=== block 1 ===
<file path="src/rtl/mmu_req_arbiter.sv">
// mmu_req_arbiter
//   Shares the MMU alloc/free request FIFOs between NUM_REQ client engines
//   with round-robin arbitration. It tags every request ID with the client
//   index, pops the MMU alloc/free response FIFOs, and routes each response
//   back to the client that issued the request. It also limits the number of
//   requests each client may have outstanding.
//
// Ports
//   clk, rst_n                     clock, asynchronous active-low reset
//   req_*                          per-client request channel (packed per client)
//   req_ready                      one-hot or zero grant, combinational
//   alloc_req_* / free_req_*       push side of the MMU request FIFOs
//   alloc_rsp_* / free_rsp_*       pop side of the MMU response FIFOs
//                                  (read data is valid the cycle after a pop)
//   rsp_*                          registered response to the clients;
//                                  rsp_valid is a one-cycle one-hot strobe
//   protocol_err                   sticky: a response arrived for a client
//                                  that had nothing outstanding
module mmu_req_arbiter #(
  parameter int NUM_REQ        = 4,
  parameter int SEL_W          = 2,
  parameter int ID_WIDTH       = 8,
  parameter int TAG_W          = 6,
  parameter int PAGE_IDX_WIDTH = 15,
  parameter int SIZE_WIDTH     = 4,
  parameter int FAIL_W         = 2,
  parameter int MAX_OUT        = 4
) (
  input  logic                               clk,
  input  logic                               rst_n,
  input  logic [NUM_REQ-1:0]                 req_valid,
  output logic [NUM_REQ-1:0]                 req_ready,
  input  logic [NUM_REQ-1:0]                 req_is_free,
  input  logic [NUM_REQ*TAG_W-1:0]           req_tag,
  input  logic [NUM_REQ*PAGE_IDX_WIDTH-1:0]  req_page_idx,
  input  logic [NUM_REQ*SIZE_WIDTH-1:0]      req_page_count,
  output logic                               alloc_req_wr_en,
  output logic [ID_WIDTH-1:0]                alloc_req_id,
  output logic [SIZE_WIDTH-1:0]              alloc_req_page_count,
  input  logic                               alloc_req_full,
  output logic                               free_req_wr_en,
  output logic [ID_WIDTH-1:0]                free_req_id,
  output logic [PAGE_IDX_WIDTH-1:0]          free_req_page_idx,
  output logic [SIZE_WIDTH-1:0]              free_req_page_count,
  input  logic                               free_req_full,
  input  logic                               alloc_rsp_empty,
  output logic                               alloc_rsp_pop,
  input  logic [ID_WIDTH-1:0]                alloc_rsp_id,
  input  logic [PAGE_IDX_WIDTH-1:0]          alloc_rsp_page_idx,
  input  logic                               alloc_rsp_fail,
  input  logic [FAIL_W-1:0]                  alloc_rsp_fail_reason,
  input  logic                               free_rsp_empty,
  output logic                               free_rsp_pop,
  input  logic [ID_WIDTH-1:0]                free_rsp_id,
  input  logic                               free_rsp_fail,
  input  logic [FAIL_W-1:0]                  free_rsp_fail_reason,
  output logic [NUM_REQ-1:0]                 rsp_valid,
  output logic                               rsp_is_free,
  output logic [TAG_W-1:0]                   rsp_tag,
  output logic [PAGE_IDX_WIDTH-1:0]          rsp_page_idx,
  output logic                               rsp_fail,
  output logic [FAIL_W-1:0]                  rsp_fail_reason,
  output logic                               protocol_err
);

  localparam int CNT_W = 4;
  localparam logic [NUM_REQ-1:0] ONE_HOT0 = NUM_REQ'(1);

  typedef enum logic [1:0] {
    R_IDLE  = 2'd0,
    R_ALLOC = 2'd1,
    R_FREE  = 2'd2
  } rsp_state_e;

  // State
  logic [SEL_W-1:0]              rr_ptr_q, rr_ptr_d;
  logic [NUM_REQ-1:0][CNT_W-1:0] cnt_q, cnt_d;
  rsp_state_e                    state_q, state_d;
  logic                          last_was_free_q;
  logic                          protocol_err_q, protocol_err_d;
  logic [NUM_REQ-1:0]            rsp_valid_q;
  logic                          rsp_is_free_q;
  logic [TAG_W-1:0]              rsp_tag_q;
  logic [PAGE_IDX_WIDTH-1:0]     rsp_page_idx_q;
  logic                          rsp_fail_q;
  logic [FAIL_W-1:0]             rsp_fail_reason_q;

  // Arbitration
  logic [NUM_REQ-1:0] eligible;
  logic               gnt_vld;
  logic [SEL_W-1:0]   gnt_idx;
  logic [SEL_W-1:0]   cand;
  logic [TAG_W-1:0]   gnt_tag;

  // Response capture (valid while the FSM sits in R_ALLOC / R_FREE)
  logic                      cap_vld;
  logic                      cap_free;
  logic [ID_WIDTH-1:0]       cap_id;
  logic [PAGE_IDX_WIDTH-1:0] cap_page;
  logic                      cap_fail;
  logic [FAIL_W-1:0]         cap_reason;
  logic [SEL_W-1:0]          cap_sel;
  logic [NUM_REQ-1:0]        deliver;

  // A client is eligible only if its own target FIFO has room, so a full
  // FIFO never blocks clients heading for the other one.
  always_comb begin
    for (int i = 0; i < NUM_REQ; i++) begin
      eligible[i] = req_valid[i] && (cnt_q[i] < CNT_W'(MAX_OUT)) &&
                    !(req_is_free[i] ? free_req_full : alloc_req_full);
    end
  end

  // Round-robin search starting at rr_ptr; the SEL_W-bit add wraps modulo
  // NUM_REQ because NUM_REQ is a power of two.
  always_comb begin
    gnt_vld = 1'b0;
    gnt_idx = rr_ptr_q;
    cand    = rr_ptr_q;
    for (int k = 0; k < NUM_REQ; k++) begin
      cand = rr_ptr_q + SEL_W'(k);
      if (!gnt_vld && eligible[cand]) begin
        gnt_vld = 1'b1;
        gnt_idx = cand;
      end
    end
  end

  assign req_ready = gnt_vld ? (ONE_HOT0 << gnt_idx) : '0;
  assign rr_ptr_d  = gnt_vld ? gnt_idx + SEL_W'(1) : rr_ptr_q;
  assign gnt_tag   = req_tag[gnt_idx*TAG_W +: TAG_W];

  assign alloc_req_wr_en      = gnt_vld && !req_is_free[gnt_idx];
  assign alloc_req_id         = {gnt_idx, gnt_tag};
  assign alloc_req_page_count = req_page_count[gnt_idx*SIZE_WIDTH +: SIZE_WIDTH];
  assign free_req_wr_en       = gnt_vld && req_is_free[gnt_idx];
  assign free_req_id          = {gnt_idx, gnt_tag};
  assign free_req_page_idx    = req_page_idx[gnt_idx*PAGE_IDX_WIDTH +: PAGE_IDX_WIDTH];
  assign free_req_page_count  = req_page_count[gnt_idx*SIZE_WIDTH +: SIZE_WIDTH];

  // Response FSM: pop in R_IDLE, capture read data in R_ALLOC/R_FREE.
  // When both FIFOs have data, last_was_free makes them alternate.
  always_comb begin
    state_d       = state_q;
    alloc_rsp_pop = 1'b0;
    free_rsp_pop  = 1'b0;
    cap_vld       = 1'b0;
    cap_free      = 1'b0;
    cap_id        = alloc_rsp_id;
    cap_page      = alloc_rsp_page_idx;
    cap_fail      = alloc_rsp_fail;
    cap_reason    = alloc_rsp_fail_reason;
    case (state_q)
      R_IDLE: begin
        if (!alloc_rsp_empty && (last_was_free_q || free_rsp_empty)) begin
          alloc_rsp_pop = 1'b1;
          state_d       = R_ALLOC;
        end else if (!free_rsp_empty) begin
          free_rsp_pop = 1'b1;
          state_d      = R_FREE;
        end
      end
      R_ALLOC: begin
        cap_vld = 1'b1;
        state_d = R_IDLE;
      end
      R_FREE: begin
        cap_vld    = 1'b1;
        cap_free   = 1'b1;
        cap_id     = free_rsp_id;
        cap_page   = '0;
        cap_fail   = free_rsp_fail;
        cap_reason = free_rsp_fail_reason;
        state_d    = R_IDLE;
      end
      default: state_d = R_IDLE;
    endcase
  end

  assign cap_sel = cap_id[ID_WIDTH-1 -: SEL_W];
  assign deliver = cap_vld ? (ONE_HOT0 << cap_sel) : '0;

  // Outstanding counters. A delivery to an idle client is a protocol error;
  // the counter saturates at 0 and the response still goes out.
  always_comb begin
    cnt_d          = cnt_q;
    protocol_err_d = protocol_err_q;
    for (int i = 0; i < NUM_REQ; i++) begin
      if (req_ready[i] && req_valid[i] && !deliver[i]) begin
        cnt_d[i] = cnt_q[i] + CNT_W'(1);
      end else if (deliver[i] && !(req_ready[i] && req_valid[i]) && (cnt_q[i] != '0)) begin
        cnt_d[i] = cnt_q[i] - CNT_W'(1);
      end
      if (deliver[i] && (cnt_q[i] == '0)) begin
        protocol_err_d = 1'b1;
      end
    end
  end

  always_ff @(posedge clk or negedge rst_n) begin
    if (!rst_n) begin
      rr_ptr_q          <= '0;
      cnt_q             <= '0;
      state_q           <= R_IDLE;
      // Alloc responses win the first tie after reset.
      last_was_free_q   <= 1'b1;
      protocol_err_q    <= 1'b0;
      rsp_valid_q       <= '0;
      rsp_is_free_q     <= 1'b0;
      rsp_tag_q         <= '0;
      rsp_page_idx_q    <= '0;
      rsp_fail_q        <= 1'b0;
      rsp_fail_reason_q <= '0;
    end else begin
      rr_ptr_q       <= rr_ptr_d;
      cnt_q          <= cnt_d;
      state_q        <= state_d;
      protocol_err_q <= protocol_err_d;
      rsp_valid_q    <= deliver;
      if (cap_vld) begin
        last_was_free_q   <= cap_free;
        rsp_is_free_q     <= cap_free;
        rsp_tag_q         <= cap_id[TAG_W-1:0];
        rsp_page_idx_q    <= cap_page;
        rsp_fail_q        <= cap_fail;
        rsp_fail_reason_q <= cap_reason;
      end
    end
  end

  assign rsp_valid       = rsp_valid_q;
  assign rsp_is_free     = rsp_is_free_q;
  assign rsp_tag         = rsp_tag_q;
  assign rsp_page_idx    = rsp_page_idx_q;
  assign rsp_fail        = rsp_fail_q;
  assign rsp_fail_reason = rsp_fail_reason_q;
  assign protocol_err    = protocol_err_q;

endmodule
</file>
<file path="config.mk">
export PLATFORM = sky130hd
export DESIGN_NAME = mmu_req_arbiter
export DESIGN_NICKNAME = d
export VERILOG_FILES = /design/src/rtl/mmu_req_arbiter.sv
export SDC_FILE = /design/constraint.sdc
export NUM_CORES = 1
export LEC_CHECK = 0
export ABC_AREA = 1
export CAP_MARGIN = 10
export CORE_MARGIN = 2
export CORE_UTILIZATION = 38
export CTS_CLUSTER_SIZE = 12
export DETAILED_ROUTE_END_ITERATION = 12
export PLACE_DENSITY = 0.95
export SYNTH_ARGS = -nofsm -noshare
export SYNTH_HDL_FRONTEND = slang
export SYNTH_SLANG_ARGS = --single-unit
</file>
<file path="constraint.sdc">
create_clock -name clk -period 3.66 [get_ports clk]
set_input_delay 0.732 -clock clk [delete_from_list [all_inputs] [get_ports clk]]
set_output_delay 0.732 -clock clk [all_outputs]
set_load 0.01 [all_outputs]
</file>
=== block 2 ===
<file path="src/rtl/data_memory_arbiter.sv">
// data_memory_arbiter
//   Shares one single-port data memory between two requesters. Port 0 is the core
//   load/store unit and port 1 is the debug/loader port. Each port has a valid/ready
//   request channel and a one-cycle response pulse. One access is in flight at a time:
//   IDLE (arbitrate + accept) -> ISSUE (drive memory bus) -> RESP (pulse response).
//
// Ports
//   clk, rst_n                 clock, synchronous active-low reset
//   reqN_valid/ready           request handshake for port N (ready only in IDLE)
//   reqN_write/addr/wdata      request payload, sampled on the handshake edge
//   rspN_valid/rdata           completion pulse; rdata is load data, 0 for stores
//   mem_read/mem_write         registered memory strobes, high only in ISSUE
//   endereco/write_data        registered memory address / store data
//   read_data                  combinational memory read data
module data_memory_arbiter #(
    parameter int unsigned ADDR_WIDTH  = 32,
    parameter int unsigned DATA_WIDTH  = 32,
    parameter bit          ROUND_ROBIN = 1'b1
) (
    input  logic                  clk,
    input  logic                  rst_n,

    input  logic                  req0_valid,
    output logic                  req0_ready,
    input  logic                  req0_write,
    input  logic [ADDR_WIDTH-1:0] req0_addr,
    input  logic [DATA_WIDTH-1:0] req0_wdata,
    output logic                  rsp0_valid,
    output logic [DATA_WIDTH-1:0] rsp0_rdata,

    input  logic                  req1_valid,
    output logic                  req1_ready,
    input  logic                  req1_write,
    input  logic [ADDR_WIDTH-1:0] req1_addr,
    input  logic [DATA_WIDTH-1:0] req1_wdata,
    output logic                  rsp1_valid,
    output logic [DATA_WIDTH-1:0] rsp1_rdata,

    output logic                  mem_read,
    output logic                  mem_write,
    output logic [ADDR_WIDTH-1:0] endereco,
    output logic [DATA_WIDTH-1:0] write_data,
    input  logic [DATA_WIDTH-1:0] read_data
);

    typedef enum logic [1:0] {
        StIdle,
        StIssue,
        StResp
    } state_e;

    state_e                state_q, state_d;
    logic                  last_grant_q, last_grant_d;
    logic                  owner_q, owner_d;
    logic                  wr_q, wr_d;
    logic                  mem_read_q, mem_read_d;
    logic                  mem_write_q, mem_write_d;
    logic [ADDR_WIDTH-1:0] endereco_q, endereco_d;
    logic [DATA_WIDTH-1:0] write_data_q, write_data_d;
    logic [DATA_WIDTH-1:0] rdata_q, rdata_d;

    logic grant0, grant1;
    logic rsp_active;

    // Arbitration. Gated by rst_n so nothing handshakes while reset is held.
    always_comb begin
        grant0 = 1'b0;
        grant1 = 1'b0;
        if (rst_n && (state_q == StIdle)) begin
            if (req0_valid && req1_valid) begin
                if (ROUND_ROBIN) begin
                    // Contention goes to the port that did not win last time.
                    grant0 = last_grant_q;
                    grant1 = ~last_grant_q;
                end else begin
                    grant0 = 1'b1;
                end
            end else if (req0_valid) begin
                grant0 = 1'b1;
            end else if (req1_valid) begin
                grant1 = 1'b1;
            end
        end
    end

    assign req0_ready = grant0;
    assign req1_ready = grant1;

    // Next-state logic. endereco_q/write_data_q double as the request latch and the
    // registered memory bus, so they are loaded on the handshake edge and valid in ISSUE.
    always_comb begin
        state_d      = state_q;
        last_grant_d = last_grant_q;
        owner_d      = owner_q;
        wr_d         = wr_q;
        rdata_d      = rdata_q;
        mem_read_d   = 1'b0;
        mem_write_d  = 1'b0;
        endereco_d   = '0;
        write_data_d = '0;

        unique case (state_q)
            StIdle: begin
                if (grant0 || grant1) begin
                    owner_d      = grant1;
                    last_grant_d = grant1;
                    wr_d         = grant1 ? req1_write : req0_write;
                    endereco_d   = grant1 ? req1_addr  : req0_addr;
                    write_data_d = grant1 ? req1_wdata : req0_wdata;
                    mem_write_d  = wr_d;
                    mem_read_d   = ~wr_d;
                    state_d      = StIssue;
                end
            end
            StIssue: begin
                // Loads capture memory here; stores respond with zero data.
                rdata_d = wr_q ? '0 : read_data;
                state_d = StResp;
            end
            StResp: begin
                state_d = StIdle;
            end
            default: begin
                state_d = StIdle;
            end
        endcase
    end

    always_ff @(posedge clk) begin
        if (!rst_n) begin
            state_q      <= StIdle;
            last_grant_q <= 1'b1;
            owner_q      <= 1'b0;
            wr_q         <= 1'b0;
            mem_read_q   <= 1'b0;
            mem_write_q  <= 1'b0;
            endereco_q   <= '0;
            write_data_q <= '0;
            rdata_q      <= '0;
        end else begin
            state_q      <= state_d;
            last_grant_q <= last_grant_d;
            owner_q      <= owner_d;
            wr_q         <= wr_d;
            mem_read_q   <= mem_read_d;
            mem_write_q  <= mem_write_d;
            endereco_q   <= endereco_d;
            write_data_q <= write_data_d;
            rdata_q      <= rdata_d;
        end
    end

    assign mem_read   = mem_read_q;
    assign mem_write  = mem_write_q;
    assign endereco   = endereco_q;
    assign write_data = write_data_q;

    // Reset asserted during RESP suppresses the pulse, so the access is aborted cleanly.
    assign rsp_active = rst_n && (state_q == StResp);
    assign rsp0_valid = rsp_active && !owner_q;
    assign rsp1_valid = rsp_active && owner_q;
    assign rsp0_rdata = rsp0_valid ? rdata_q : '0;
    assign rsp1_rdata = rsp1_valid ? rdata_q : '0;

endmodule

</file>
<file path="config.mk">
export PLATFORM = sky130hd
export DESIGN_NAME = data_memory_arbiter
export DESIGN_NICKNAME = d
export VERILOG_FILES = /design/src/rtl/data_memory_arbiter.sv
export SDC_FILE = /design/constraint.sdc
export NUM_CORES = 1
export LEC_CHECK = 0
export CAP_MARGIN = 20
export CORE_MARGIN = 2
export CORE_UTILIZATION = 31
export DETAILED_ROUTE_END_ITERATION = 10
export GPL_TIMING_DRIVEN = 0
export PLACE_DENSITY = 0.81
export SLEW_MARGIN = 40
export SYNTH_ARGS = -nofsm -noshare
export SYNTH_HDL_FRONTEND = slang
export SYNTH_SLANG_ARGS = --single-unit
</file>
<file path="constraint.sdc">
create_clock -name clk -period 1.51 [get_ports clk]
set_clock_uncertainty 0.2 [all_clocks]
set_input_delay 0.151 -clock clk [delete_from_list [all_inputs] [get_ports clk]]
set_output_delay 0.151 -clock clk [all_outputs]
set_load 0.01 [all_outputs]
</file>
Figure 1. The metal 1 layer (block 2).
The bar under the picture is 20 um long.
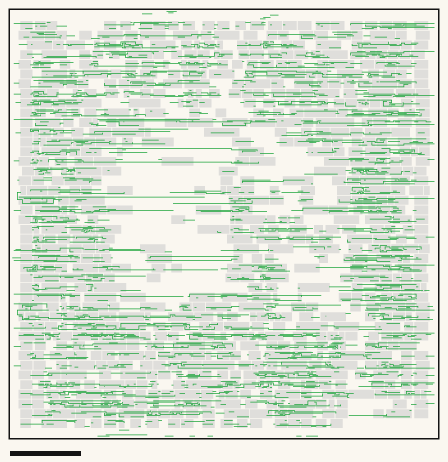
- longest straight run: 52.0 um
- wire length on this layer: 6950 um

==> results.sh, block 2 <==
# yosys + openroad results
export IMPL_grt_pass1_vias=5109
export IMPL_core_area_um2=13200
export IMPL_register_to_register_setup_slack_ns=-0.37
export IMPL_layout_top_cell="sky130_fd_sc_hd__clkdlybuf4s50_1"
export IMPL_hold_ws_ns=0.0772
export IMPL_share_of_the_core_filled_with_cells_in_the_final_layout=0.731
export IMPL_final_hold_viol_count=0
export IMPL_postLayoutSetupSlackWorst_ns=-0.508
export IMPL_setup_viol=168
export IMPL_run_status="complete, but fails checks"
export IMPL_pg_clk_mw=2.36
export IMPL_violations_in_the_final_reports="setup timing"
export IMPL_finalNetCount=1005
export IMPL_final_setup_tns_ns=-55.41
export IMPL_detail_route_iter0_violations=198
export IMPL_comb_cell_power_mw=2.01
export IMPL_netlist_area_um2=4170
export IMPL_buffers_added_on_ports=299
export IMPL_grt_first_pass_wirelength_um=27200
export IMPL_clk_latency_ns=0.34
export IMPL_detail_route_wirelength_met1_um=6950
export IMPL_post_syn_instances=467
export IMPL_critPathRequiredTime_ns=1.16
export IMPL_syn_num_nets=633
export IMPL_die_x_um=120
export IMPL_biggestCellCategory="non-clock buffers"
==> block 2: kinds of logic (layout without fill, tap and decap cells) <==
logic type,after synthesis,after routing,synth area share
AND/OR/NAND/NOR,140,140,0.198
AND-OR/OR-AND,172,172,0.243
flip-flops,103,103,0.495
buffers and inverters,52,429,0.0636
==> block 2: through the flow <==
step | cell area, um2 | power [mW]
after floorplan | 4180 | 3.55
after CTS | 9060 | 7.27
final | 9650 | 7.35
after detailed placement | 7390 | 4.40
after global placement | 7390 | 4.39
after global routing | 9650 | 7.66
Figure 2. Metal 2 (block 1).
The bar under the picture is 20 um long.
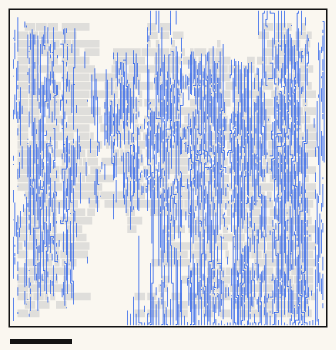
- main direction: vertical
- nets with wire on the layer: 851
- share of all routed wire: 49%
- wire length on this layer: 8500 um

Figure 3. The metal 4 layer (block 1).
The bar under the picture is 20 um long.
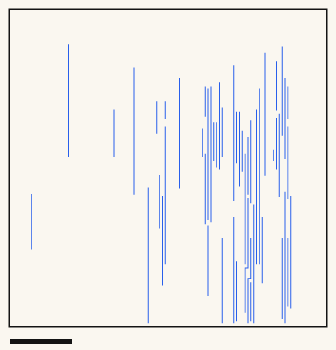
- longest straight run: 56.4 um
- wire length on this layer: 1330 um
- nets with wire on the layer: 49
- share of all routed wire: 7.7%

==> results.sh, block 1 <==
# yosys + openroad results
export IMPL_ant_nets=0
export IMPL_gr_total_overflow=0
export IMPL_critPathRequiredTime_ns=2.93
export IMPL_grt_max_degree=31
export IMPL_vias_per_cell=5.45
export IMPL_postLayoutSetupSlackWorst_ns=-0.122
export IMPL_finalNetCount=941
export IMPL_pwr_share_clk=0.037
export IMPL_cts_root_buffer_cell="sky130_fd_sc_hd__clkbuf_8"
export IMPL_async_reset_ff_frac=1.00
export IMPL_critical_path_max_stage_delay_ns=0.57
export IMPL_clock_path_buffers=2
export IMPL_layout_top_cell="sky130_fd_sc_hd__clkdlybuf4s50_1"
export IMPL_power_switching_share=0.498
export IMPL_min_period_over_period=1.03
export IMPL_violations_in_the_final_reports="setup timing"
export IMPL_numClockSinks=51
export IMPL_setup_viol=20
export IMPL_run_status="complete, but fails checks"
export IMPL_ctsResizeCount=228
export IMPL_clkSlewWorstSetupHoldPaths_ns=0.09
export IMPL_hold_ws_ns=0.437
export IMPL_syn_mean_instance_area_um2=7.21
export IMPL_max_freq_ghz=0.264
export IMPL_routedWlPerCell_um=19.0
export IMPL_log_warning_count=28
export IMPL_drive_gt1_frac=0.272
export IMPL_cts_tree="done"
export IMPL_area_share_nonclk_buffers=0.396
export IMPL_worst_slew_pin_slew_ns=1.01
## block 1: layer usage
| layer | up-vias | wire length (um) | global-route usage |
|---|---|---|---|
| met2 | 337 | 8500 | 0.574 |
| li1 | 2205 | - | - |
| met1 | 2304 | 5750 | 0.306 |
| met5 | - | 0 | 0 |
| met3 | 106 | 1660 | 0.103 |
| met4 | 0 | 1330 | 0.214 |

=== block 3 ===
`src/rtl/spectrum_ram_arbiter.sv`:
```
// spectrum_ram_arbiter
// Shares the single-port spectrum bar RAM between the display read path and
// the spectrum writer. The display owns the RAM during active video; writer
// updates are queued in a small FIFO and drained into the RAM during blanking.
module spectrum_ram_arbiter #(
   parameter int FIFO_DEPTH = 8,
   parameter int ADDR_W     = 9,
   parameter int DATA_W     = 8
) (
   input  logic                          clk,
   input  logic                          rst,
   input  logic                          video_on,
   input  logic [ADDR_W-1:0]             rd_addr,
   output logic [DATA_W-1:0]             rd_data,
   input  logic                          wr_valid,
   output logic                          wr_ready,
   input  logic [ADDR_W-1:0]             wr_addr,
   input  logic [DATA_W-1:0]             wr_data,
   output logic [ADDR_W-1:0]             ram_addr,
   output logic                          ram_we,
   output logic [DATA_W-1:0]             ram_wdata,
   input  logic [DATA_W-1:0]             ram_rdata,
   output logic [$clog2(FIFO_DEPTH):0]   fifo_level,
   output logic                          drain_busy
);

   localparam int PTR_W = $clog2(FIFO_DEPTH);
   localparam int LVL_W = PTR_W + 1;

   localparam logic [1:0] ST_BLANK_IDLE = 2'd0;
   localparam logic [1:0] ST_DISP       = 2'd1;
   localparam logic [1:0] ST_DRAIN      = 2'd2;

   localparam logic [LVL_W-1:0] C_FULL = LVL_W'(FIFO_DEPTH);

   // Write-buffer storage; contents need no reset, occupancy is tracked by r_count.
   logic [ADDR_W-1:0] r_fifo_addr [FIFO_DEPTH];
   logic [DATA_W-1:0] r_fifo_data [FIFO_DEPTH];

   logic [PTR_W-1:0]  r_wr_ptr;
   logic [PTR_W-1:0]  r_rd_ptr;
   logic [LVL_W-1:0]  r_count;
   logic [1:0]        r_state;
   logic [ADDR_W-1:0] r_ram_addr;
   logic              r_ram_we;
   logic [DATA_W-1:0] r_ram_wdata;

   logic              w_full;
   logic              w_empty;
   logic              w_push;
   logic              w_pop;
   logic [1:0]        w_state_next;

   assign w_full   = (r_count == C_FULL);
   assign w_empty  = (r_count == '0);
   // Ready comes from the registered count only, so a pop in the same cycle
   // never lets a push into a full buffer.
   assign wr_ready = !w_full;
   assign w_push   = wr_valid && !w_full;
   // A pop happens exactly when the head is registered onto the RAM write port.
   assign w_pop    = !video_on && !w_empty;

   // Next state: video always wins; otherwise drain whenever entries are pending.
   always_comb begin
      w_state_next = ST_BLANK_IDLE;
      if (video_on) begin
         w_state_next = ST_DISP;
      end else if (!w_empty) begin
         w_state_next = ST_DRAIN;
      end
   end

   // Store a pushed entry at the tail slot.
   always_ff @(posedge clk) begin
      if (w_push) begin
         r_fifo_addr[r_wr_ptr] <= wr_addr;
         r_fifo_data[r_wr_ptr] <= wr_data;
      end
   end

   // FIFO pointers and occupancy; pointers wrap naturally at the power-of-two depth.
   always_ff @(posedge clk or posedge rst) begin
      if (rst) begin
         r_wr_ptr <= '0;
         r_rd_ptr <= '0;
         r_count  <= '0;
      end else begin
         if (w_push) begin
            r_wr_ptr <= r_wr_ptr + 1'b1;
         end
         if (w_pop) begin
            r_rd_ptr <= r_rd_ptr + 1'b1;
         end
         case ({w_push, w_pop})
            2'b10:   r_count <= r_count + 1'b1;
            2'b01:   r_count <= r_count - 1'b1;
            default: r_count <= r_count;
         endcase
      end
   end

   // State register and registered RAM port, driven from the state being entered.
   always_ff @(posedge clk or posedge rst) begin
      if (rst) begin
         r_state     <= ST_BLANK_IDLE;
         r_ram_addr  <= '0;
         r_ram_we    <= 1'b0;
         r_ram_wdata <= '0;
      end else begin
         r_state <= w_state_next;
         case (w_state_next)
            ST_DISP: begin
               r_ram_addr <= rd_addr;
               r_ram_we   <= 1'b0;
            end
            ST_DRAIN: begin
               r_ram_addr  <= r_fifo_addr[r_rd_ptr];
               r_ram_wdata <= r_fifo_data[r_rd_ptr];
               r_ram_we    <= 1'b1;
            end
            default: begin
               r_ram_we <= 1'b0;
            end
         endcase
      end
   end

   assign ram_addr   = r_ram_addr;
   assign ram_we     = r_ram_we;
   assign ram_wdata  = r_ram_wdata;
   assign fifo_level = r_count;
   assign drain_busy = (r_state == ST_DRAIN);
   // Read data is only meaningful to the display during active video.
   assign rd_data    = ram_rdata;

endmodule

```
`config.mk`:
```
export PLATFORM = sky130hd
export DESIGN_NAME = spectrum_ram_arbiter
export DESIGN_NICKNAME = d
export VERILOG_FILES = /design/src/rtl/spectrum_ram_arbiter.sv
export SDC_FILE = /design/constraint.sdc
export NUM_CORES = 1
export LEC_CHECK = 0
export ABC_AREA = 1
export CAP_MARGIN = 20
export CORE_MARGIN = 2
export CORE_UTILIZATION = 31
export DETAILED_ROUTE_END_ITERATION = 10
export PLACE_DENSITY = 0.53
export SETUP_SLACK_MARGIN = 0.3
export SYNTH_ARGS = -nofsm -noshare
export SYNTH_HDL_FRONTEND = slang
export SYNTH_SLANG_ARGS = --single-unit
```
`constraint.sdc`:
```
create_clock -name clk -period 2.17 [get_ports clk]
set_input_delay 0.217 -clock clk [delete_from_list [all_inputs] [get_ports clk]]
set_output_delay 0.217 -clock clk [all_outputs]
set_load 0.05 [all_outputs]
```
Figure 4. The metal 1 layer (block 3).
The bar under the picture is 50 um long.
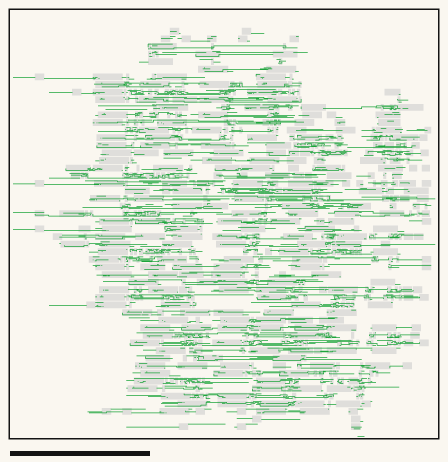
- longest straight run: 46.9 um
- share of all routed wire: 44%
- wire length on this layer: 6770 um

==> results.sh <==
# yosys + openroad results
export IMPL_run_status="finished clean"
export IMPL_sh_seq_area=0.568
export IMPL_timing_critical_path_to="ram_wdata[1]"
export IMPL_post_layout_power_mw=11.7
export IMPL_grt_max_degree=70
export IMPL_detail_route_iter0_violations=433
export IMPL_ctsResizeCount=6
export IMPL_finalInstanceArea_um2=8480
export IMPL_end_kind="output pin"
export IMPL_nNonClkBuffers=76
export IMPL_synth_distinct_cells=24
export IMPL_seq_pwr_mw=4.35
export IMPL_comb_cell_power_mw=4.63
export IMPL_synth_warning_count=0
export IMPL_critical_path_max_stage_delay_ns=0.81
export IMPL_area_share_nonclk_buffers=0.0959
export IMPL_syn_mean_instance_area_um2=11.2
export IMPL_drive_gt1_frac=0.122
export IMPL_log_warning_count=28
export IMPL_cts_root_buffer_cell="sky130_fd_sc_hd__clkbuf_16"
export IMPL_finalNetCount=721
export IMPL_p_per_area_nw_per_um2=1390
export IMPL_clk_latency_ns=0.43
Figure 5. Metal 2 (block 3).
The bar under the picture is 50 um long.
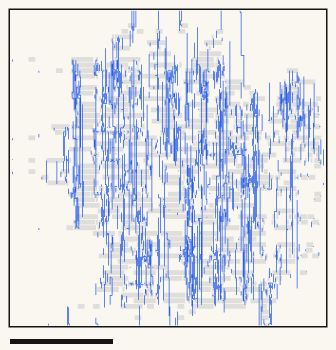
- longest straight run: 58.1 um
- wire length on this layer: 7280 um
- main direction: vertical

==> Yosys cell counts (all sizes together) <==
cell,count,area share
clkinv,2,0.0011
clkbuf,1,0.00054
fa,1,0.0029
inv,49,0.027
o21ai,11,0.0080
a21oi,10,0.0073
edfxtp,136,0.59
xor2,4,0.0051
buf,35,0.034
nand2,192,0.10
ha,5,0.0091
or2,1,0.0013
xnor2,3,0.0038
nand3,101,0.075
dfrtp,29,0.11
nor2,38,0.023


## Gallery

Metal 3.
panel A
The bar under the picture is 50 um long.
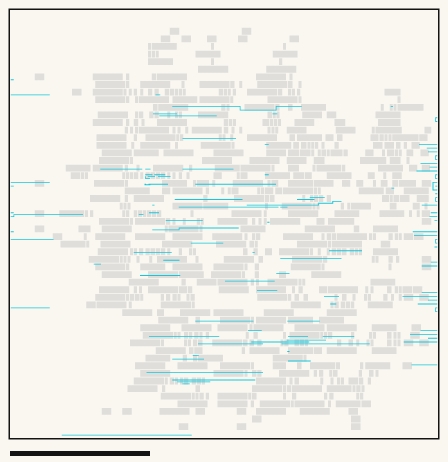
panel B
The bar under the picture is 20 um long.
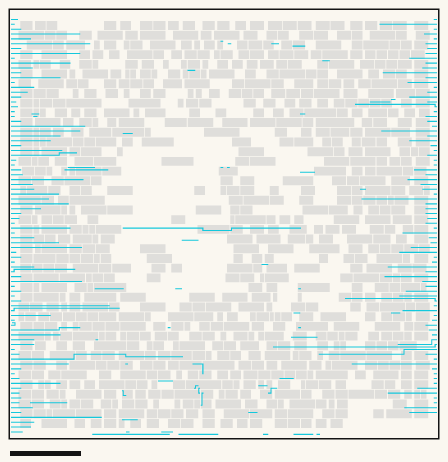
panel C
The bar under the picture is 20 um long.
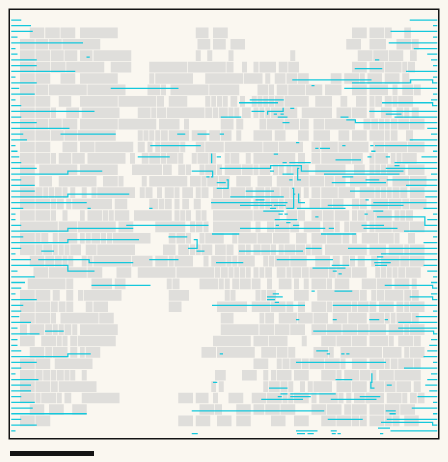
block 1 -> panel C
block 2 -> panel B
block 3 -> panel A

Key to panel B:
- main direction: horizontal
- share of all routed wire: 7.5%

Power figures rest on the tool's default switching activity, not on a simulated workload.
